==================== veerwolf_uart_arb
veerwolf_uart_arb/clock_wires.png
Drawn at 8 px/um.
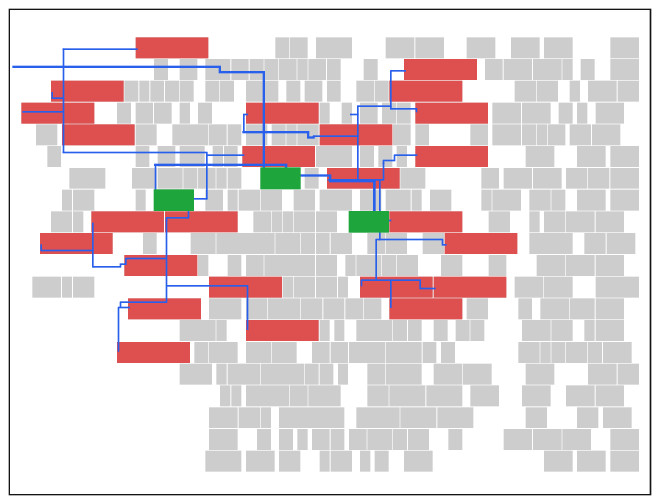

===== src/rtl/veerwolf_uart_arb_pkg.sv =====
`default_nettype none
// ============================================================================
// Module   : veerwolf_uart_arb_pkg
// Brief    : Shared types and constants for the VeeRwolf UART arbiter.
//            The arbiter's optional prefix feature is controlled by the
//            VEERWOLF_UART_ARB_PREFIX_EN macro.
// Revision : 1.0 - initial release
// ============================================================================
package veerwolf_uart_arb_pkg;

  // Arbiter states; the two prefix states exist only when prefixing is built in
  typedef enum logic [1:0] {
    ST_IDLE      = 2'd0,
    ST_PFX_ID    = 2'd1,
    ST_PFX_COLON = 2'd2,
    ST_FWD       = 2'd3
  } arb_state_e;

  localparam logic [7:0] ASCII_LF    = 8'h0A;
  localparam logic [7:0] ASCII_COLON = 8'h3A;
  localparam logic [7:0] ASCII_ZERO  = 8'h30;

  // Width of the idle-cycle counter
  localparam int CNT_W = 16;

  // Index width for a requester vector, never narrower than one bit
  function automatic int idx_width(input int n);
    return (n > 1) ? $clog2(n) : 1;
  endfunction

endpackage
`default_nettype wire


===== src/rtl/veerwolf_rr_pick.sv =====
`default_nettype none
// ============================================================================
// Module   : veerwolf_rr_pick
// Brief    : Round-robin selector. Returns the first asserted request at or
//            after rr_ptr, wrapping modulo NUM_REQ, as one-hot and as index.
//            No configuration macros.
// Revision : 1.0 - initial release
// ============================================================================
module veerwolf_rr_pick
  import veerwolf_uart_arb_pkg::*;
#(
  parameter int NUM_REQ = 4,
  parameter int IDX_W   = idx_width(NUM_REQ)
) (
  input  logic [NUM_REQ-1:0] req,
  input  logic [IDX_W-1:0]   rr_ptr,
  output logic [NUM_REQ-1:0] pick,
  output logic [IDX_W-1:0]   pick_idx,
  output logic               pick_any
);

  // Scan from the farthest offset back to rr_ptr so the closest hit wins
  always_comb begin
    int w_pos;
    w_pos    = 0;
    pick     = '0;
    pick_idx = '0;
    pick_any = 1'b0;
    for (int i = NUM_REQ - 1; i >= 0; i--) begin
      w_pos = int'(rr_ptr) + i;
      if (w_pos >= NUM_REQ) begin
        w_pos = w_pos - NUM_REQ;
      end
      if (req[w_pos[IDX_W-1:0]]) begin
        pick                      = '0;
        pick[w_pos[IDX_W-1:0]]    = 1'b1;
        pick_idx                  = w_pos[IDX_W-1:0];
        pick_any                  = 1'b1;
      end
    end
  end

endmodule
`default_nettype wire


===== src/rtl/veerwolf_uart_arb.sv =====
`default_nettype none
// ============================================================================
// Module   : veerwolf_uart_arb
// Brief    : Shares one UART transmitter between NUM_REQ cores. A grant is
//            held for a whole line (until LF) or until the owner falls silent
//            for TIMEOUT cycles. Define VEERWOLF_UART_ARB_PREFIX_EN to tag
//            every line with "<id>:" before the owner's bytes.
// Revision : 1.0 - initial release
// ============================================================================
module veerwolf_uart_arb
  import veerwolf_uart_arb_pkg::*;
#(
  parameter int NUM_REQ = 4,
  parameter int TIMEOUT = 4096
) (
  input  logic                   clk_core,
  input  logic                   rst_core,
  input  logic [8*NUM_REQ-1:0]   i_req_data,
  input  logic [NUM_REQ-1:0]     i_req_valid,
  output logic [NUM_REQ-1:0]     o_req_ready,
  output logic [7:0]             o_tx_data,
  output logic                   o_tx_valid,
  input  logic                   i_tx_ready,
  output logic [NUM_REQ-1:0]     o_grant,
  output logic                   o_busy
);

  localparam int               IDX_W      = idx_width(NUM_REQ);
  localparam logic [CNT_W-1:0] c_cnt_last = CNT_W'(TIMEOUT - 1);
  localparam logic [CNT_W-1:0] c_cnt_max  = '1;
  localparam logic [IDX_W-1:0] c_idx_last = IDX_W'(NUM_REQ - 1);

  arb_state_e          r_state;
  logic [NUM_REQ-1:0]  r_grant;
  logic [IDX_W-1:0]    r_gidx;
  logic [IDX_W-1:0]    r_rr_ptr;
  logic [CNT_W-1:0]    r_idle_cnt;

  logic [NUM_REQ-1:0]  w_pick;
  logic [IDX_W-1:0]    w_pick_idx;
  logic                w_pick_any;
  logic [7:0]          w_sel_data;
  logic                w_sel_valid;
  logic [IDX_W-1:0]    w_next_ptr;

  veerwolf_rr_pick #(
    .NUM_REQ (NUM_REQ),
    .IDX_W   (IDX_W)
  ) u_pick (
    .req      (i_req_valid),
    .rr_ptr   (r_rr_ptr),
    .pick     (w_pick),
    .pick_idx (w_pick_idx),
    .pick_any (w_pick_any)
  );

  // Owner's byte lane, selected by the one-hot grant
  always_comb begin
    w_sel_data = '0;
    for (int k = 0; k < NUM_REQ; k++) begin
      if (r_grant[k]) begin
        w_sel_data = w_sel_data | i_req_data[8*k +: 8];
      end
    end
  end

  assign w_sel_valid = |(i_req_valid & r_grant);
  assign w_next_ptr  = (r_gidx == c_idx_last) ? '0 : r_gidx + IDX_W'(1);
  assign o_grant     = r_grant;
  assign o_busy      = (r_state != ST_IDLE);

  // Transmit-side outputs: prefix bytes or a straight pass-through of the owner
  always_comb begin
    o_tx_valid  = 1'b0;
    o_tx_data   = '0;
    o_req_ready = '0;
    case (r_state)
`ifdef VEERWOLF_UART_ARB_PREFIX_EN
      ST_PFX_ID: begin
        o_tx_valid = 1'b1;
        o_tx_data  = ASCII_ZERO + 8'(r_gidx);
      end
      ST_PFX_COLON: begin
        o_tx_valid = 1'b1;
        o_tx_data  = ASCII_COLON;
      end
`endif
      ST_FWD: begin
        o_tx_valid  = w_sel_valid;
        o_tx_data   = w_sel_data;
        o_req_ready = r_grant & {NUM_REQ{i_tx_ready}};
      end
      default: begin
      end
    endcase
  end

  // Grant lifecycle: arbitrate, optional prefix, forward until LF or silence
  always_ff @(posedge clk_core or posedge rst_core) begin
    if (rst_core) begin
      r_state    <= ST_IDLE;
      r_grant    <= '0;
      r_gidx     <= '0;
      r_rr_ptr   <= '0;
      r_idle_cnt <= '0;
    end else begin
      case (r_state)
        ST_IDLE: begin
          if (w_pick_any) begin
            r_grant    <= w_pick;
            r_gidx     <= w_pick_idx;
            r_idle_cnt <= '0;
`ifdef VEERWOLF_UART_ARB_PREFIX_EN
            r_state    <= ST_PFX_ID;
`else
            r_state    <= ST_FWD;
`endif
          end
        end
`ifdef VEERWOLF_UART_ARB_PREFIX_EN
        ST_PFX_ID: begin
          if (i_tx_ready) begin
            r_state <= ST_PFX_COLON;
          end
        end
        ST_PFX_COLON: begin
          if (i_tx_ready) begin
            r_state    <= ST_FWD;
            r_idle_cnt <= '0;
          end
        end
`endif
        ST_FWD: begin
          if (w_sel_valid && i_tx_ready) begin
            // Any accepted byte restarts the silence window
            r_idle_cnt <= '0;
            if (w_sel_data == ASCII_LF) begin
              r_state  <= ST_IDLE;
              r_grant  <= '0;
              r_rr_ptr <= w_next_ptr;
            end
          end else if (!w_sel_valid) begin
            // Release only while the owner is silent, so no offered byte is dropped
            if (r_idle_cnt == c_cnt_last) begin
              r_state    <= ST_IDLE;
              r_grant    <= '0;
              r_rr_ptr   <= w_next_ptr;
              r_idle_cnt <= '0;
            end else if (r_idle_cnt != c_cnt_max) begin
              r_idle_cnt <= r_idle_cnt + CNT_W'(1);
            end
          end
        end
        default: begin
          r_state <= ST_IDLE;
          r_grant <= '0;
        end
      endcase
    end
  end

endmodule
`default_nettype wire

===== config.mk =====
export PLATFORM = sky130hd
export DESIGN_NAME = veerwolf_uart_arb
export DESIGN_NICKNAME = d
export VERILOG_FILES = /design/src/rtl/veerwolf_uart_arb_pkg.sv /design/src/rtl/veerwolf_rr_pick.sv /design/src/rtl/veerwolf_uart_arb.sv
export SDC_FILE = /design/constraint.sdc
export NUM_CORES = 1
export LEC_CHECK = 0
export CAP_MARGIN = 20
export CORE_ASPECT_RATIO = 0.75
export CORE_UTILIZATION = 45
export DETAILED_ROUTE_END_ITERATION = 8
export PLACE_DENSITY = 0.87
export REMOVE_ABC_BUFFERS = 1
export SYNTH_ARGS = -nofsm -noshare
export SYNTH_HDL_FRONTEND = slang
export SYNTH_SLANG_ARGS = --single-unit

===== constraint.sdc =====
create_clock -name clk_core -period 2.5 [get_ports clk_core]
set_input_delay 0.5 -clock clk_core [delete_from_list [all_inputs] [get_ports clk_core]]
set_output_delay 0.5 -clock clk_core [all_outputs]
set_load 0.01 [all_outputs]

==================== sample_dispatcher
**config.mk**
```make
export PLATFORM = sky130hd
export DESIGN_NAME = sample_dispatcher
export DESIGN_NICKNAME = d
export VERILOG_FILES = /design/src/rtl/multicore_pkg.sv /design/src/rtl/sync_fifo.sv /design/src/rtl/sample_dispatcher.sv
export SDC_FILE = /design/constraint.sdc
export NUM_CORES = 1
export LEC_CHECK = 0
export CORE_UTILIZATION = 60
export CTS_BUF_LIST = sky130_fd_sc_hd__clkbuf_8
export DETAILED_ROUTE_END_ITERATION = 6
export GPL_TIMING_DRIVEN = 0
export PLACE_DENSITY = 0.87
export REMOVE_ABC_BUFFERS = 1
export SLEW_MARGIN = 20
export SYNTH_ARGS = -nofsm -noshare
export SYNTH_HDL_FRONTEND = slang
export SYNTH_SLANG_ARGS = --single-unit
```
**constraint.sdc**
```tcl
create_clock -name clk -period 10 [get_ports clk]
set_input_delay 1 -clock clk [delete_from_list [all_inputs] [get_ports clk]]
set_output_delay 1 -clock clk [all_outputs]
set_load 0.01 [all_outputs]
```
**src/rtl/multicore_pkg.sv**
```systemverilog
// ============================================================================
// Module   : multicore_pkg
// Brief    : Shared core-count, sample-width and sample type definitions.
// Revision : 1.0
// ============================================================================
`default_nettype none

package multicore_pkg;

  localparam int N_CORES  = 22;
  localparam int SAMPLE_W = 31;

  typedef logic signed [SAMPLE_W-1:0] sample_t;

endpackage

`default_nettype wire

```
**src/rtl/sync_fifo.sv**
```systemverilog
// ============================================================================
// Module   : sync_fifo
// Brief    : Single-clock FIFO with registered occupancy count, head visible
//            combinationally on rdata.
// Revision : 1.0
// ============================================================================
`default_nettype none

module sync_fifo #(
  parameter int WIDTH = 31,
  parameter int DEPTH = 16
) (
  input  logic                     clk,
  input  logic                     rst_n,
  input  logic                     push,
  input  logic [WIDTH-1:0]         wdata,
  input  logic                     pop,
  output logic [WIDTH-1:0]         rdata,
  output logic [$clog2(DEPTH):0]   level,
  output logic                     full,
  output logic                     empty
);

  localparam int PTR_W = $clog2(DEPTH);
  localparam int LVL_W = PTR_W + 1;

  logic [WIDTH-1:0] r_mem [DEPTH];
  logic [PTR_W-1:0] r_wr_ptr;
  logic [PTR_W-1:0] r_rd_ptr;
  logic [LVL_W-1:0] r_level;
  logic             w_do_push;
  logic             w_do_pop;

  assign full      = (r_level == LVL_W'(DEPTH));
  assign empty     = (r_level == '0);
  assign level     = r_level;
  assign rdata     = r_mem[r_rd_ptr];
  assign w_do_push = push && !full;
  assign w_do_pop  = pop && !empty;

  // Storage carries no reset; resetting the pointers discards its contents.
  always_ff @(posedge clk) begin
    if (w_do_push) begin
      r_mem[r_wr_ptr] <= wdata;
    end
  end

  // Power-of-two depth lets the pointers wrap by natural overflow.
  always_ff @(posedge clk) begin
    if (!rst_n) begin
      r_wr_ptr <= '0;
      r_rd_ptr <= '0;
      r_level  <= '0;
    end else begin
      if (w_do_push) begin
        r_wr_ptr <= r_wr_ptr + PTR_W'(1);
      end
      if (w_do_pop) begin
        r_rd_ptr <= r_rd_ptr + PTR_W'(1);
      end
      case ({w_do_push, w_do_pop})
        2'b10:   r_level <= r_level + LVL_W'(1);
        2'b01:   r_level <= r_level - LVL_W'(1);
        default: r_level <= r_level;
      endcase
    end
  end

endmodule

`default_nettype wire

```
**src/rtl/sample_dispatcher.sv**
```systemverilog
// ============================================================================
// Module   : sample_dispatcher
// Brief    : Buffers ADC samples and hands them one at a time to requesting
//            cores under round-robin arbitration.
// Revision : 1.0
// ============================================================================
`default_nettype none

module sample_dispatcher #(
  parameter int N_CORES    = multicore_pkg::N_CORES,
  parameter int SAMPLE_W   = multicore_pkg::SAMPLE_W,
  parameter int FIFO_DEPTH = 16
) (
  input  logic                          clk,
  input  logic                          rst_n,
  input  logic                          adc_valid,
  input  logic signed [SAMPLE_W-1:0]    adc_data,
  output logic                          adc_ready,
  input  logic [N_CORES-1:0]            req_in,
  output logic signed [SAMPLE_W-1:0]    core_data,
  output logic [N_CORES-1:0]            core_ack,
  output logic [$clog2(FIFO_DEPTH):0]   fifo_level,
  output logic [15:0]                   starve_cnt
);

  localparam int                IDX_W      = (N_CORES > 1) ? $clog2(N_CORES) : 1;
  localparam logic [IDX_W-1:0]  C_LAST_RST = IDX_W'(N_CORES - 1);

  logic                          w_full;
  logic                          w_empty;
  logic [SAMPLE_W-1:0]           w_head;
  logic                          w_push;
  logic                          w_grant;
  logic                          w_starve;
  logic [N_CORES-1:0]            w_req_eff;
  logic [N_CORES-1:0]            w_onehot;
  logic [IDX_W-1:0]              w_sel;
  logic [IDX_W-1:0]              w_sel_hi;
  logic [IDX_W-1:0]              w_sel_lo;
  logic                          w_found_hi;

  logic [IDX_W-1:0]              r_last;
  logic [N_CORES-1:0]            r_core_ack;
  logic signed [SAMPLE_W-1:0]    r_core_data;
  logic [15:0]                   r_starve;

  sync_fifo #(
    .WIDTH (SAMPLE_W),
    .DEPTH (FIFO_DEPTH)
  ) u_fifo (
    .clk   (clk),
    .rst_n (rst_n),
    .push  (w_push),
    .wdata (adc_data),
    .pop   (w_grant),
    .rdata (w_head),
    .level (fifo_level),
    .full  (w_full),
    .empty (w_empty)
  );

  assign adc_ready = !w_full;
  assign w_push    = adc_valid && adc_ready;

  // Masking with the live ack stops a held request from winning twice in a row.
  assign w_req_eff = req_in & ~r_core_ack;
  assign w_grant   = (|w_req_eff) && !w_empty && !(|r_core_ack);
  assign w_starve  = (|w_req_eff) && w_empty;

  // Lowest requester above the last winner, else lowest overall (wrap-around).
  always_comb begin
    w_found_hi = 1'b0;
    w_sel_hi   = '0;
    w_sel_lo   = '0;
    for (int i = N_CORES - 1; i >= 0; i--) begin
      if (w_req_eff[i]) begin
        w_sel_lo = IDX_W'(i);
        if (IDX_W'(i) > r_last) begin
          w_sel_hi   = IDX_W'(i);
          w_found_hi = 1'b1;
        end
      end
    end
    w_sel = w_found_hi ? w_sel_hi : w_sel_lo;
  end

  always_comb begin
    w_onehot        = '0;
    w_onehot[w_sel] = 1'b1;
  end

  always_ff @(posedge clk) begin
    if (!rst_n) begin
      r_last      <= C_LAST_RST;
      r_core_ack  <= '0;
      r_core_data <= '0;
      r_starve    <= '0;
    end else begin
      r_core_ack <= '0;
      if (w_grant) begin
        r_core_ack  <= w_onehot;
        r_core_data <= w_head;
        r_last      <= w_sel;
      end
      if (w_starve && (r_starve != 16'hFFFF)) begin
        r_starve <= r_starve + 16'd1;
      end
    end
  end

  assign core_ack   = r_core_ack;
  assign core_data  = r_core_data;
  assign starve_cnt = r_starve;

endmodule

`default_nettype wire

```
==================== core_mem_port
File: src/rtl/shared_mem_pkg.sv
// Types shared between the per-core memory ports and the four-way shared-memory arbiter.
package shared_mem_pkg;

   localparam int ADDR_W = 17;

   typedef struct packed {
      logic [ADDR_W-1:0] addr;
      logic [31:0]       din;
      logic              we;
   } data_in;

   typedef enum logic [1:0] {IDLE, REQ, LAT, DONE} mem_port_state_e;

endpackage

File: src/rtl/core_mem_port.sv
// Per-core initiator toward the shared data memory: latches a two-lane access, holds it
// through arbitration stalls, waits out the read latency and returns load data.
// Build option: define CORE_MEM_PORT_STALL_CNT_EN to enable the arbitration stall counter.
module core_mem_port #(
   parameter int READ_LATENCY = 3,
   parameter int ADDR_W       = shared_mem_pkg::ADDR_W
) (
   input  logic                   clk,
   input  logic                   rstn,
   input  logic                   req_valid,
   input  logic                   req_u_en,
   input  logic                   req_l_en,
   input  shared_mem_pkg::data_in req_u,
   input  shared_mem_pkg::data_in req_l,
   output logic                   interlock,
   output logic                   rd_valid,
   output logic [31:0]            rd_u,
   output logic [31:0]            rd_l,
   output logic                   mem_req_now,
   output shared_mem_pkg::data_in mem_u_in,
   output shared_mem_pkg::data_in mem_l_in,
   input  logic                   mem_wait,
   input  logic [31:0]            mem_u_dout,
   input  logic [31:0]            mem_l_dout,
   output logic [31:0]            stall_cycles
);
   import shared_mem_pkg::*;

   if (ADDR_W != shared_mem_pkg::ADDR_W || READ_LATENCY < 1 || READ_LATENCY > 7) begin : g_bad_cfg
      $error("core_mem_port: ADDR_W must match shared_mem_pkg and READ_LATENCY must be 1..7");
   end

   localparam logic [2:0] LAT_INIT = 3'(READ_LATENCY - 1);

   mem_port_state_e state_q, state_d;
   data_in          u_q, u_d, l_q, l_d;
   logic            u_en_q, u_en_d, l_en_q, l_en_d;
   logic            load_q, load_d;
   logic [2:0]      cnt_q, cnt_d;
   logic [31:0]     rd_u_q, rd_u_d, rd_l_q, rd_l_d;
   logic            accept;

   always_comb begin
      state_d = state_q;
      u_d     = u_q;
      l_d     = l_q;
      u_en_d  = u_en_q;
      l_en_d  = l_en_q;
      load_d  = load_q;
      cnt_d   = cnt_q;
      rd_u_d  = rd_u_q;
      rd_l_d  = rd_l_q;
      accept  = 1'b0;
      case (state_q)
         IDLE: begin
            if (req_valid && (req_u_en || req_l_en)) begin
               accept   = 1'b1;
               u_d      = req_u;
               l_d      = req_l;
               u_d.we   = req_u.we & req_u_en;
               l_d.we   = req_l.we & req_l_en;
               u_en_d   = req_u_en;
               l_en_d   = req_l_en;
               load_d   = (req_u_en & ~req_u.we) | (req_l_en & ~req_l.we);
               state_d  = REQ;
            end
         end
         REQ: begin
            if (!mem_wait) begin
               if (!load_q) begin
                  state_d = IDLE;
               end else if (READ_LATENCY == 1) begin
                  state_d = DONE;
               end else begin
                  state_d = LAT;
                  cnt_d   = LAT_INIT;
               end
            end
         end
         // The counter reaches zero on the cycle DONE is entered, so DONE lands on grant+READ_LATENCY.
         LAT: begin
            cnt_d = cnt_q - 3'd1;
            if (cnt_q == 3'd1) begin
               state_d = DONE;
            end
         end
         DONE: begin
            if (u_en_q) begin
               rd_u_d = mem_u_dout;
            end
            if (l_en_q) begin
               rd_l_d = mem_l_dout;
            end
            state_d = IDLE;
         end
         default: state_d = IDLE;
      endcase
   end

   always_ff @(posedge clk or negedge rstn) begin
      if (!rstn) begin
         state_q <= IDLE;
         u_q     <= '0;
         l_q     <= '0;
         u_en_q  <= 1'b0;
         l_en_q  <= 1'b0;
         load_q  <= 1'b0;
         cnt_q   <= 3'd0;
         rd_u_q  <= 32'd0;
         rd_l_q  <= 32'd0;
      end else begin
         state_q <= state_d;
         u_q     <= u_d;
         l_q     <= l_d;
         u_en_q  <= u_en_d;
         l_en_q  <= l_en_d;
         load_q  <= load_d;
         cnt_q   <= cnt_d;
         rd_u_q  <= rd_u_d;
         rd_l_q  <= rd_l_d;
      end
   end

   // Load data is presented in the DONE cycle itself and held by the register afterwards.
   assign interlock   = (state_q != IDLE) | accept;
   assign rd_valid    = (state_q == DONE);
   assign rd_u        = rd_u_d;
   assign rd_l        = rd_l_d;
   assign mem_req_now = (state_q == REQ);
   assign mem_u_in    = {u_q.addr, u_q.din, u_q.we & mem_req_now};
   assign mem_l_in    = {l_q.addr, l_q.din, l_q.we & mem_req_now};

`ifdef CORE_MEM_PORT_STALL_CNT_EN
   logic [31:0] stall_q, stall_d;

   always_comb begin
      stall_d = stall_q;
      if (mem_req_now && mem_wait) begin
         stall_d = stall_q + 32'd1;
      end
   end

   always_ff @(posedge clk or negedge rstn) begin
      if (!rstn) begin
         stall_q <= 32'd0;
      end else begin
         stall_q <= stall_d;
      end
   end

   assign stall_cycles = stall_q;
`else
   assign stall_cycles = 32'd0;
`endif

endmodule

File: config.mk
export PLATFORM = sky130hd
export DESIGN_NAME = core_mem_port
export DESIGN_NICKNAME = d
export VERILOG_FILES = /design/src/rtl/shared_mem_pkg.sv /design/src/rtl/core_mem_port.sv
export SDC_FILE = /design/constraint.sdc
export NUM_CORES = 1
export LEC_CHECK = 0
export ABC_CLOCK_PERIOD_IN_PS = 1560
export CORE_MARGIN = 2
export CORE_UTILIZATION = 30
export CTS_CLUSTER_DIAMETER = 80
export DETAILED_ROUTE_END_ITERATION = 7
export DONT_BUFFER_PORTS = 1
export MAX_ROUTING_LAYER = met4
export PLACE_DENSITY_LB_ADDON = 0.3
export SLEW_MARGIN = 10
export SYNTH_ARGS = -nofsm -noshare
export SYNTH_HDL_FRONTEND = slang
export SYNTH_SLANG_ARGS = --single-unit
File: constraint.sdc
create_clock -name clk -period 1.56 [get_ports clk]
set_input_delay 0.39 -clock clk [delete_from_list [all_inputs] [get_ports clk]]
set_output_delay 0.39 -clock clk [all_outputs]
set_load 0.005 [all_outputs]
==================== mem_bus_arbiter_flat
File: src/rtl/mem_bus_arbiter_if.sv
// ---------------------------------------------------------------------------
// mem_bus_arbiter_if
// Request/acknowledge and external-bus signal bundle for mem_bus_arbiter.
//   master modport : drives the requests (req_addr, req_wr, req_en, ch_mask)
//                    and observes ack, grant and the bus outputs.
//   slave modport  : the arbiter side; samples requests, drives req_ack,
//                    grant, bus_addr, bus_wr, bus_ram_en, bus_map_en, busy.
// ---------------------------------------------------------------------------
interface mem_bus_arbiter_if #(
   parameter int unsigned NUM_CH = 3,
   parameter int unsigned ADDR_W = 16
);
   logic [NUM_CH*ADDR_W-1:0] req_addr;
   logic [NUM_CH-1:0]        req_wr;
   logic [NUM_CH-1:0]        req_en;
   logic [NUM_CH-1:0]        ch_mask;
   logic [NUM_CH-1:0]        req_ack;
   logic [NUM_CH-1:0]        grant;
   logic [ADDR_W-1:0]        bus_addr;
   logic                     bus_wr;
   logic                     bus_ram_en;
   logic                     bus_map_en;
   logic                     busy;

   modport master (
      output req_addr, req_wr, req_en, ch_mask,
      input  req_ack, grant, bus_addr, bus_wr, bus_ram_en, bus_map_en, busy
   );

   modport slave (
      input  req_addr, req_wr, req_en, ch_mask,
      output req_ack, grant, bus_addr, bus_wr, bus_ram_en, bus_map_en, busy
   );
endinterface

File: src/rtl/mem_bus_arbiter.sv
// ---------------------------------------------------------------------------
// mem_bus_arbiter
// Grants one of NUM_CH masters at a time, runs a registered bus access with
// RAM_WAIT extra cycles for SRAM (none for mapped registers) and returns a
// one-cycle req_ack in the final access cycle. An IDLE cycle always separates
// two accesses, so the bus is never enabled in IDLE.
//
// Ports:
//   clk  : system clock
//   rst  : synchronous active-high reset
//   bus  : mem_bus_arbiter_if.slave (requests in; ack, grant, bus outputs out)
//
// Build option:
//   MEMARB_RR_EN defined   : round-robin, search starts after the last winner
//   MEMARB_RR_EN undefined : fixed priority, lowest eligible channel wins
// ---------------------------------------------------------------------------
module mem_bus_arbiter #(
   parameter int unsigned       NUM_CH   = 3,
   parameter int unsigned       ADDR_W   = 16,
   parameter logic [ADDR_W-1:0] MAP_BASE = 16'hC000,
   parameter int unsigned       RAM_WAIT = 1
) (
   input  logic             clk,
   input  logic             rst,
   mem_bus_arbiter_if.slave bus
);
   localparam int unsigned PW    = $clog2(NUM_CH);
   localparam int unsigned CNT_W = 4;

   typedef enum logic {S_IDLE, S_ACCESS} state_t;

   state_t              state_q, state_d;
   logic [NUM_CH-1:0]   grant_q, grant_d;
   logic [ADDR_W-1:0]   addr_q, addr_d;
   logic                wr_q, wr_d;
   logic                ram_q, ram_d;
   logic [CNT_W-1:0]    cnt_q, cnt_d;
`ifdef MEMARB_RR_EN
   logic [PW-1:0]       ptr_q, ptr_d;
   logic [PW-1:0]       idx;
`endif

   logic [NUM_CH-1:0]   elig;
   logic                found;
   logic [PW-1:0]       win_idx;
   logic [ADDR_W-1:0]   win_addr;
   logic                win_wr;

   assign elig = bus.req_en & bus.ch_mask;

   // Winner selection
   always_comb begin
      found   = 1'b0;
      win_idx = '0;
`ifdef MEMARB_RR_EN
      idx = '0;
      // Rotated search: pointer+1, pointer+2, ... wrapping, pointer itself last
      for (int unsigned k = 1; k <= NUM_CH; k++) begin
         idx = PW'((32'(ptr_q) + k) % NUM_CH);
         if (!found && elig[idx]) begin
            win_idx = idx;
            found   = 1'b1;
         end
      end
`else
      for (int unsigned k = 0; k < NUM_CH; k++) begin
         if (!found && elig[k]) begin
            win_idx = PW'(k);
            found   = 1'b1;
         end
      end
`endif
      win_addr = '0;
      win_wr   = 1'b0;
      for (int unsigned k = 0; k < NUM_CH; k++) begin
         if (PW'(k) == win_idx) begin
            win_addr = bus.req_addr[k*ADDR_W +: ADDR_W];
            win_wr   = bus.req_wr[k];
         end
      end
   end

   // State register
   always_ff @(posedge clk) begin
      if (rst) begin
         state_q <= S_IDLE;
         grant_q <= '0;
         addr_q  <= '0;
         wr_q    <= 1'b0;
         ram_q   <= 1'b0;
         cnt_q   <= '0;
`ifdef MEMARB_RR_EN
         ptr_q   <= PW'(NUM_CH - 1);
`endif
      end else begin
         state_q <= state_d;
         grant_q <= grant_d;
         addr_q  <= addr_d;
         wr_q    <= wr_d;
         ram_q   <= ram_d;
         cnt_q   <= cnt_d;
`ifdef MEMARB_RR_EN
         ptr_q   <= ptr_d;
`endif
      end
   end

   // Next-state logic
   always_comb begin
      state_d = state_q;
      grant_d = grant_q;
      addr_d  = addr_q;
      wr_d    = wr_q;
      ram_d   = ram_q;
      cnt_d   = cnt_q;
`ifdef MEMARB_RR_EN
      ptr_d   = ptr_q;
`endif
      case (state_q)
         S_IDLE: begin
            if (found) begin
               state_d          = S_ACCESS;
               grant_d          = '0;
               grant_d[win_idx] = 1'b1;
               addr_d           = win_addr;
               wr_d             = win_wr;
               ram_d            = (win_addr < MAP_BASE);
               cnt_d            = (win_addr < MAP_BASE) ? CNT_W'(RAM_WAIT) : '0;
`ifdef MEMARB_RR_EN
               ptr_d            = win_idx;
`endif
            end
         end
         S_ACCESS: begin
            if (cnt_q != '0) begin
               cnt_d = cnt_q - 1'b1;
            end else begin
               state_d = S_IDLE;
               grant_d = '0;
               addr_d  = '0;
               wr_d    = 1'b0;
               ram_d   = 1'b0;
            end
         end
         default: state_d = S_IDLE;
      endcase
   end

   // Outputs: all derived from registered state
   always_comb begin
      bus.busy       = (state_q == S_ACCESS);
      bus.grant      = grant_q;
      bus.bus_addr   = addr_q;
      bus.bus_wr     = wr_q;
      bus.bus_ram_en = bus.busy & ram_q;
      bus.bus_map_en = bus.busy & ~ram_q;
      bus.req_ack    = (bus.busy && cnt_q == '0) ? grant_q : '0;
   end
endmodule
File: src/flat_wrapper.sv
// flat-port wrapper written by rule: the top's interface ports become plain ports
module mem_bus_arbiter_flat 
#(
   parameter int unsigned       NUM_CH   = 3,
   parameter int unsigned       ADDR_W   = 16,
   parameter logic [ADDR_W-1:0] MAP_BASE = 16'hC000,
   parameter int unsigned       RAM_WAIT = 1
)
  (clk, rst, bus_req_addr, bus_req_wr, bus_req_en, bus_ch_mask, bus_req_ack, bus_grant, bus_bus_addr, bus_bus_wr, bus_bus_ram_en, bus_bus_map_en, bus_busy);
  mem_bus_arbiter_if #(.NUM_CH(NUM_CH), .ADDR_W(ADDR_W)) bus_i ();
  input  logic clk;
  input  logic rst;
  input wire logic [$bits(bus_i.req_addr)-1:0] bus_req_addr;
  input wire logic [$bits(bus_i.req_wr)-1:0] bus_req_wr;
  input wire logic [$bits(bus_i.req_en)-1:0] bus_req_en;
  input wire logic [$bits(bus_i.ch_mask)-1:0] bus_ch_mask;
  output wire logic [$bits(bus_i.req_ack)-1:0] bus_req_ack;
  output wire logic [$bits(bus_i.grant)-1:0] bus_grant;
  output wire logic [$bits(bus_i.bus_addr)-1:0] bus_bus_addr;
  output wire logic [$bits(bus_i.bus_wr)-1:0] bus_bus_wr;
  output wire logic [$bits(bus_i.bus_ram_en)-1:0] bus_bus_ram_en;
  output wire logic [$bits(bus_i.bus_map_en)-1:0] bus_bus_map_en;
  output wire logic [$bits(bus_i.busy)-1:0] bus_busy;
  assign bus_i.req_addr = bus_req_addr;
  assign bus_i.req_wr = bus_req_wr;
  assign bus_i.req_en = bus_req_en;
  assign bus_i.ch_mask = bus_ch_mask;
  assign bus_req_ack = bus_i.req_ack;
  assign bus_grant = bus_i.grant;
  assign bus_bus_addr = bus_i.bus_addr;
  assign bus_bus_wr = bus_i.bus_wr;
  assign bus_bus_ram_en = bus_i.bus_ram_en;
  assign bus_bus_map_en = bus_i.bus_map_en;
  assign bus_busy = bus_i.busy;
  mem_bus_arbiter #(.NUM_CH(NUM_CH), .ADDR_W(ADDR_W), .MAP_BASE(MAP_BASE), .RAM_WAIT(RAM_WAIT)) u_core (.clk(clk), .rst(rst), .bus(bus_i));
endmodule
File: config.mk
export PLATFORM = sky130hd
export DESIGN_NAME = mem_bus_arbiter_flat
export DESIGN_NICKNAME = d
export VERILOG_FILES = /design/src/rtl/mem_bus_arbiter_if.sv /design/src/rtl/mem_bus_arbiter.sv /design/src/flat_wrapper.sv
export SDC_FILE = /design/constraint.sdc
export NUM_CORES = 1
export LEC_CHECK = 0
export ABC_AREA = 1
export ABC_CLOCK_PERIOD_IN_PS = 1200
export CORE_UTILIZATION = 25
export DETAILED_ROUTE_END_ITERATION = 16
export GPL_TIMING_DRIVEN = 0
export PLACE_DENSITY_LB_ADDON = 0.12
export SETUP_SLACK_MARGIN = 0.4
export SLEW_MARGIN = 20
export SYNTH_ARGS = -nofsm -noshare
export SYNTH_HDL_FRONTEND = slang
export SYNTH_SLANG_ARGS = --single-unit
File: constraint.sdc
create_clock -name clk -period 1.2 [get_ports clk]
set_input_delay 0.36 -clock clk [delete_from_list [all_inputs] [get_ports clk]]
set_output_delay 0.36 -clock clk [all_outputs]
set_load 0.01 [all_outputs]

==> layout pictures side by side <==
Local utilization.
image #1
Drawn at 1.5 px/um. The die is cut into 20 by 20 equal tiles; white is low, dark blue is high, 0 to 100% covered.
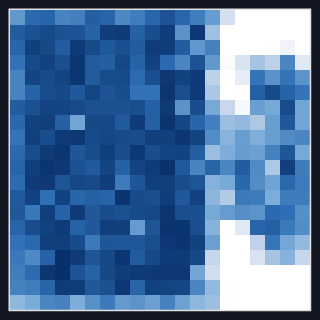
image #2
Drawn at 3 px/um. The die is cut into 8 by 6 equal tiles; white is low, dark blue is high, 0 to 100% covered.
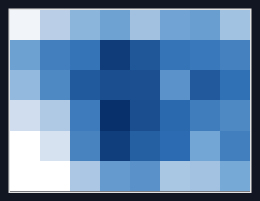
image #3
Drawn at 1.5 px/um. The die is cut into 16 by 16 equal tiles; white is low, dark blue is high, 0 to 100% covered.
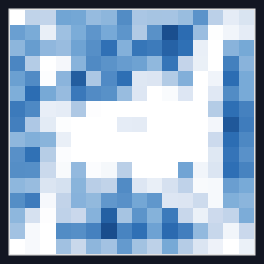
image #4
Drawn at 4 px/um. The die is cut into 8 by 8 equal tiles; white is low, dark blue is high, 0 to 100% covered.
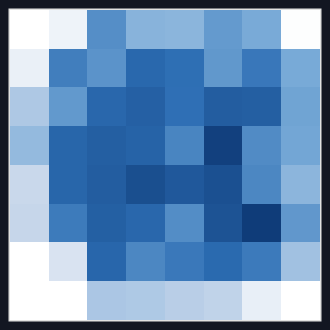
veerwolf_uart_arb is image #2.
sample_dispatcher is image #1.
core_mem_port is image #3.
mem_bus_arbiter_flat is image #4.

Key to image #1:
The fullest tile reaches 100%. 58% of the tiles are over 75% full. The mean over all tiles is 68%. 11% of the tiles are nearly empty.

core_mem_port/layers.png
Drawn at 4 px/um. Two of the layers only.
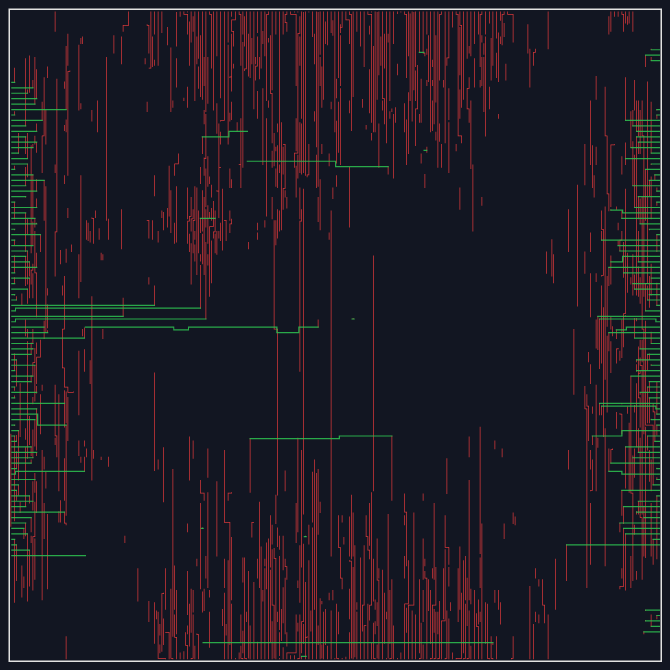
Red stands for M2, wire length 9200 um. Green stands for M3, wire length 1320 um.

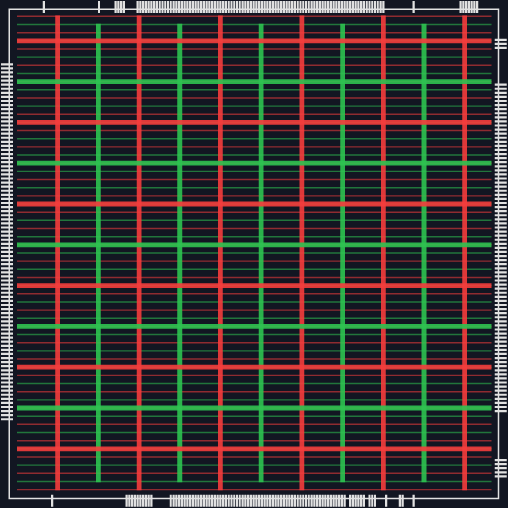
core_mem_port/floorplan.png
Drawn at 3 px/um. Pins as bars on the die edge.
Green stands for VDD. Red stands for VSS.
369 signal pins sit on the boundary. 59 met1 rails follow the rows. The core has 58 rows. 11 straps on met5. 11 straps on met4.
Chip Width: 163 um
area of the core region: 25000 sq um
vertical die size: 163 um

==> PnR_summary.wiki, core_mem_port <==
== Implementation results ==
{| class="wikitable"
! Metric !! Value
|-
| Outcome || finished with violations
|-
| Violations in the final reports || hold timing, setup timing
|-
| Final setup violation count || roughly 170
|-
| P&R area growth vs syn || 22.0%
|-
| Cell type with the largest total area after synthesis || sky130_fd_sc_hd__dfrtp_1
|-
| Clock power frac || 22.3%
|-
| Number of design rule violations left after detail routing || 0
|-
| Count of plain and timing-repair buffers || between 60 and 70
|-
| Top cell class by occupied area || sequential cells
|-
| Critical Path Source Type || flip-flop
|-
| Internal power || about 14 mW
|-
| Per-cell via count in the routed design || 4.38
|-
| Endpoint of the worst register-to-register path || mem_l_in[3]
|-
| Chip area from the yosys synthesis statistics || roughly 7500 sq um
|-
| Minimum hold slack || -0.341 ns
|-
| Clock Root Buffer || sky130_fd_sc_hd__clkbuf_16
|-
| Predominant post-synthesis flop cell || sky130_fd_sc_hd__dfrtp_1
|-
| Log Warnings || 34
|-
| Hold Violations, Final || between 150 and 200
|-
| Min setup slack post-route || -0.441 ns
|-
| FP Util || 30.2%
|}
==> core_mem_port: state kept, by name (all words and copies together), names as in the netlist, named ones only <==
name,count
mem_l_in,49
l_en_q,1
u_q,1
rd_u_q,32
cnt_q,3
l_q,1
mem_u_in,49
state_q,1
load_q,1
rd_l_q,32
u_en_q,1
==> core_mem_port: per-layer routing <==
metal | GRT usage [%] | share of wire (%) | wire (um)
met4 | 4.10 | 1.2 | 214
met2 | 21.9 | 53 | 9200
met1 | 14.7 | 38 | 6720
met3 | 4.41 | 7.6 | 1320
met5 | - | 0 | 0
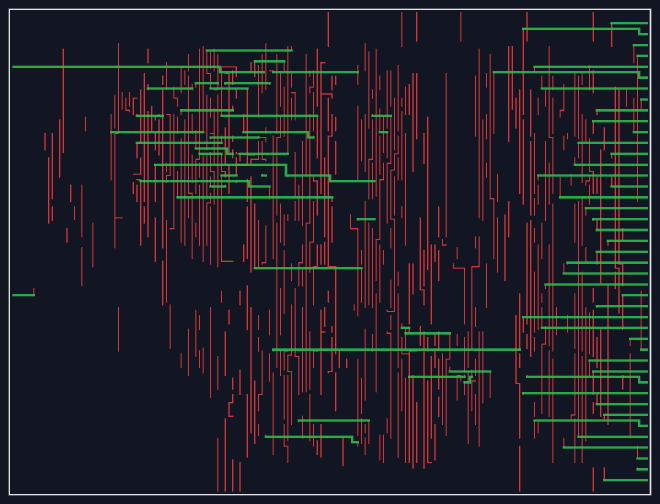
veerwolf_uart_arb/layers.png
Drawn at 8 px/um. Two of the layers only.
Red stands for M2, wire length 2710 um. Green stands for M3, wire length 649 um.

Notes on veerwolf_uart_arb/clock_wires.png above:
Green stands for clock-net drivers, count 3. Blue stands for clock wires, length 309 um. Red stands for flip-flops, count 25.
There are 4 routed clock nets.

==> PnR_summary.wiki, veerwolf_uart_arb <==
== Implementation results ==
{| class="wikitable"
! Metric !! Value
|-
| RR Startpoint || r_rr_ptr[1]
|-
| Io pins || 57
|-
| Hold Startpoint || r_gidx[1]
|-
| Total global routing overflow || 0
|-
| Wire length on met2 || 2710 um
|-
| Leading post-synthesis cells by instance count || sky130_fd_sc_hd__dfrtp_1, sky130_fd_sc_hd__a21oi_1, sky130_fd_sc_hd__nor2_1, sky130_fd_sc_hd__a22oi_1
|-
| Total negative slack for setup checks || 0 ns
|-
| Proportion of netlist area held by the largest area contributor || ~30%
|-
| Vertical die size || roughly 60 um
|-
| Routed length on met1 || around 2500 um
|-
| Clock Root Buffer || sky130_fd_sc_hd__clkbuf_8
|-
| Cell depth of the worst flop-to-flop path || 6
|-
| Post-Route WL || between 5000 and 6000 um
|-
| Outcome || finished, final reports clean
|-
| CTS Sinks || 25
|-
| Total number of yosys warnings || 0
|-
| Multi-input combinational area share || a little under half
|-
| Post-layout min period || ~2.5 ns
|-
| Die outline area || around 4800 sq um
|-
| Deepest clock path buffer count || 2
|-
| Fraction of area in non-clock buffers || 25.1%
|-
| Power Dens Cells || roughly 830 nW/um^2
|}
-- veerwolf_uart_arb: power by group --
| group | internal, mW | switching, mW |
|---|---|---|
| Clock | 0.114 | 0.127 |
| Sequential | 0.479 | 0.153 |
| Combinational | 0.723 | 0.740 |
-- veerwolf_uart_arb: worst max-delay path: stages --
cell and delay [ns]:
sky130_fd_sc_hd__clkdlybuf4s50_1 0.41, sky130_fd_sc_hd__a22o_1 0.24, sky130_fd_sc_hd__a221oi_2 0.24, sky130_fd_sc_hd__nor2_1 0.07
sky130_fd_sc_hd__clkdlybuf4s50_1 0.49
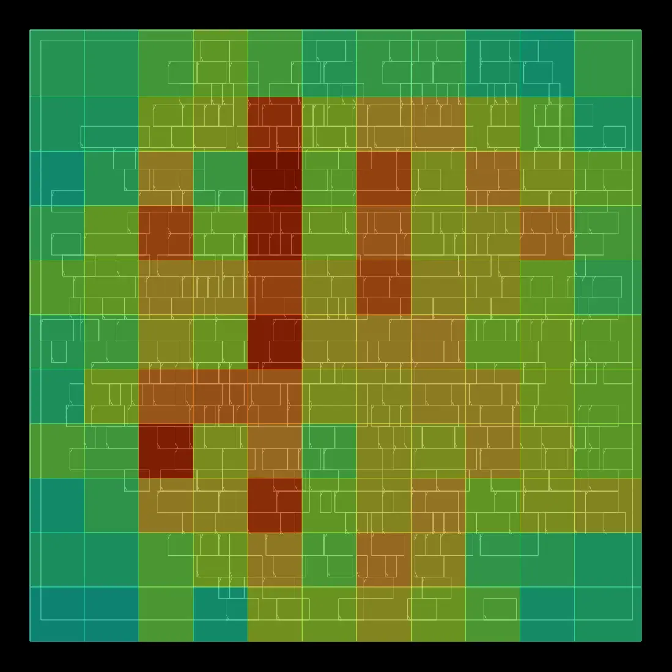
mem_bus_arbiter_flat/congestion_map.png
Global Route met3 Usage: 3.76%
most congested layer reported by global routing: met2
utilization of the core after routing: 60.9%
met1 global-route usage: 23.1%

==> PnR_summary.wiki, mem_bus_arbiter_flat <==
== Implementation results ==
{| class="wikitable"
! Metric !! Value
|-
| Maximum cell stage delay along the critical path || 0.35 ns
|-
| Area fraction in compound gates || between 10% and 20%
|-
| Routability congestion estimate from global placement || between 0.7 and 0.8
|-
| Non-Filler Instances || 415
|-
| Violations in the final reports || setup timing
|-
| Number of clock-tree buffers in the layout || 3
|-
| Area of the core region || roughly 5500 sq um
|-
| Highest-delay cell along the critical path || sky130_fd_sc_hd__dfxtp_2
|-
| Part of the total power dissipated in sequential elements || slightly below 30%
|-
| FP Util || between 20% and 30%
|-
| Antenna violations before repair || 0
|-
| Worst min-delay path category || reg2reg
|-
| Total clock network power || between 700 and 800 uW
|-
| Setup repair after global routing missed its margin || true
|-
| Deepest clock path buffer count || 2
|-
| Destination of the worst hold path || u_core.cnt_q[3]
|-
| Multi-input combinational area share || ~33%
|-
| Xor/xnor cell area share of the yosys netlist || 0.615%
|-
| Post-route design area || around 3400 sq um
|-
| Transition at the pin with the smallest max-transition slack || between 0.3 and 0.4 ns
|-
| Final setup violation count || 32
|-
| Outcome || finished with violations
|-
| Post-synth EDFFs || 0
|-
| Worst Skew || about 0.007 ns
|-
| Critical Path Source Type || flip-flop
|-
| Share of async-settable or async-resettable flops after synthesis || 0%
|-
| Log Warnings || 30
|-
| Min setup slack post-route || -0.471 ns
|-
| Total global routing overflow || 0
|-
| Final number of max-transition violations || 0
|-
| Cell type with the largest total area after synthesis || sky130_fd_sc_hd__dfxtp_1
|-
| Hold Violations, Final || 0
|-
| Met2 routing resource usage after global routing || about a third
|-
| Clock Root Buffer || sky130_fd_sc_hd__clkbuf_8
|-
| Number of inverters outside the clock class in the layout || 21
|-
| Residual antenna-violating net count after detailed routing || 0
|-
| Clock tree from TritonCTS || done
|}
[mem_bus_arbiter_flat: what timing repair did]
item	CTS	global route
setup buffers	29	15
endpoints found under the hold margin	0	0
pin swaps	7	3
gates cloned	2	0
gates resized	209	62
setup endpoints to repair	52	52
[mem_bus_arbiter_flat: flip-flops by register name, summed over array words and instances, names as in the netlist]
name / flops
u_core.bus.busy: 1
u_core.cnt_q: 4
u_core.bus.grant: 3
u_core.bus.bus_addr: 16
u_core.bus.bus_wr: 1
u_core.ram_q: 1
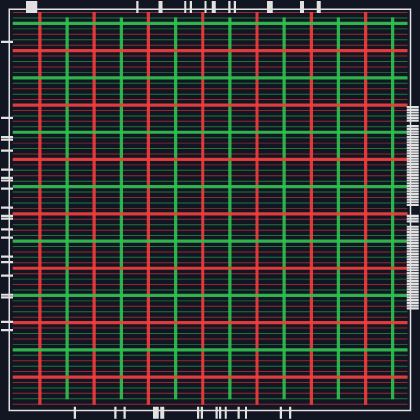
sample_dispatcher/floorplan.png
Drawn at 2 px/um. Pins as bars on the die edge.
Red stands for VSS. Green stands for VDD.
14 straps on met4. 14 straps on met5.
vertical die size: 200 um
area of the core region: 38600 sq um
Chip Width: 200 um
highest ir drop seen on vdd: 0.219 mV

==> PnR_summary.wiki, sample_dispatcher <==
== Implementation results ==
{| class="wikitable"
! Metric !! Value
|-
| Outcome || finished, final reports clean
|-
| Proportion of netlist area held by the largest area contributor || 63.4%
|-
| Met1 global-route usage || between 30% and 40%
|-
| Average detailed-routed wire length per instance || approximately 28 um
|-
| Worst hold path depth || 2
|-
| Dominant cells by area after synthesis || sky130_fd_sc_hd__edfxtp_1, sky130_fd_sc_hd__mux4_2, sky130_fd_sc_hd__dfxtp_1, sky130_fd_sc_hd__nand2_1, sky130_fd_sc_hd__a21oi_1
|-
| Wire length on met2 || about 30000 um
|-
| Combinational Power Share || 28.1%
|-
| Leakage power || between 8 and 9 nW
|-
| Cell depth of the worst setup path || 14
|-
| Setup repair after global routing missed its margin || false
|-
| Per-cell via count in the routed design || about 6.5
|-
| First-pass detailed-route iteration total || 5
|-
| Top metal layer carrying routed signals || met4
|-
| Library cell with the highest instance count after synthesis || sky130_fd_sc_hd__edfxtp_1
|-
| Total number of yosys warnings || 0
|-
| Total number of tap cells || ~520
|-
| Residual antenna-violating net count after detailed routing || 0
|-
| Largest register FFs || between 400 and 500
|-
| Avg Synthesized Cell Area || around 18 sq um
|-
| Top fanout value on the critical path || 8
|-
| Worst Skew || roughly 0.037 ns
|-
| Clock tree from TritonCTS || done
|-
| Critical Path Source Type || primary input
|-
| Number of buffers inserted during clock tree synthesis || a little under 90
|-
| Buffers inserted by post-CTS timing repair || 0
|-
| Net switching power || around 2.2 mW
|-
| Die outline area || roughly 40000 sq um
|-
| CTS clk-pin slew, worst paths || 0.06 ns
|-
| RR Startpoint || core_ack[7]
|-
| Total negative slack for setup checks || 0 ns
|-
| Number of design rule violations left after detail routing || 0
|-
| Multi-input combinational area share || around a quarter
|-
| Sequential power || 2.88 mW
|-
| Met2 routing resource usage after global routing || 50.6%
|}
sample_dispatcher: logic make-up (layout without fill, tap and decap cells):
group / count (synthesis) / count (layout) / synth area share (%)
AND/OR/NAND/NOR: 312 / 312 / 7.35
multiplexers: 158 / 158 / 15.0
adder cells (fa/ha/maj): 11 / 11 / 0.618
XOR/XNOR: 22 / 22 / 0.821
AND-OR/OR-AND: 127 / 127 / 3.82
flip-flops: 583 / 583 / 70.8
buffers and inverters: 78 / 354 / 1.56
other: 0 / 4 / 0


## Gallery

Clock network drawn from the DEF.
(a)
Drawn at 3 px/um.
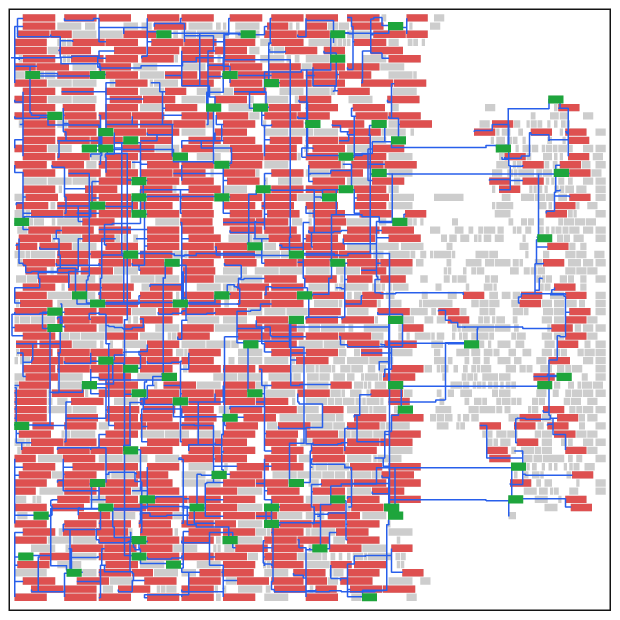
(b)
Drawn at 4 px/um.
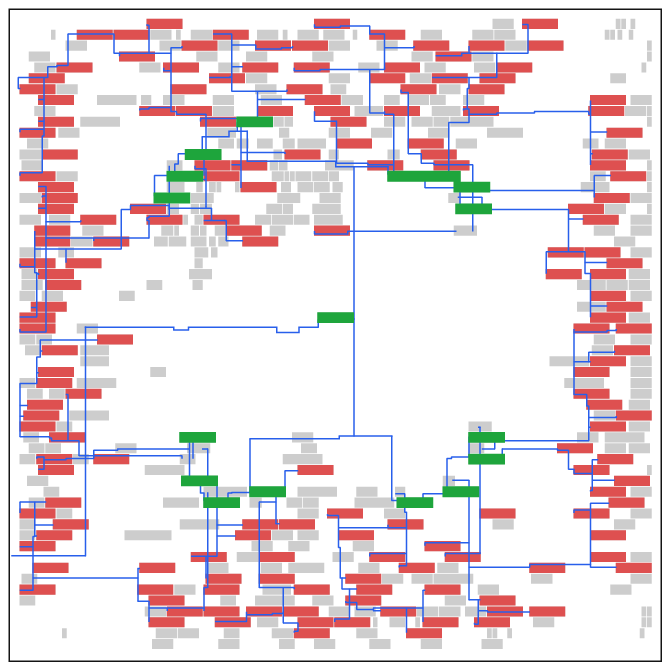
(c)
Drawn at 8 px/um.
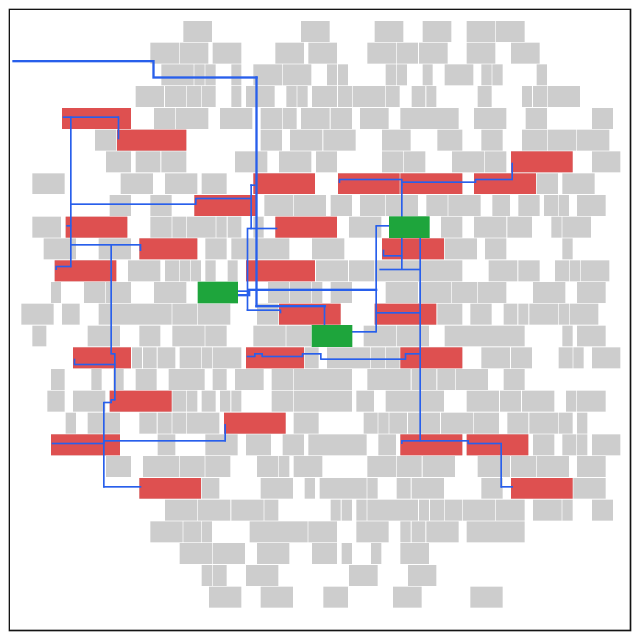
mem_bus_arbiter_flat: (c)
core_mem_port: (b)
sample_dispatcher: (a)
Of these, largest die: (a)
Of these, smallest die: (c)

Power and IR drop assume default switching activity.
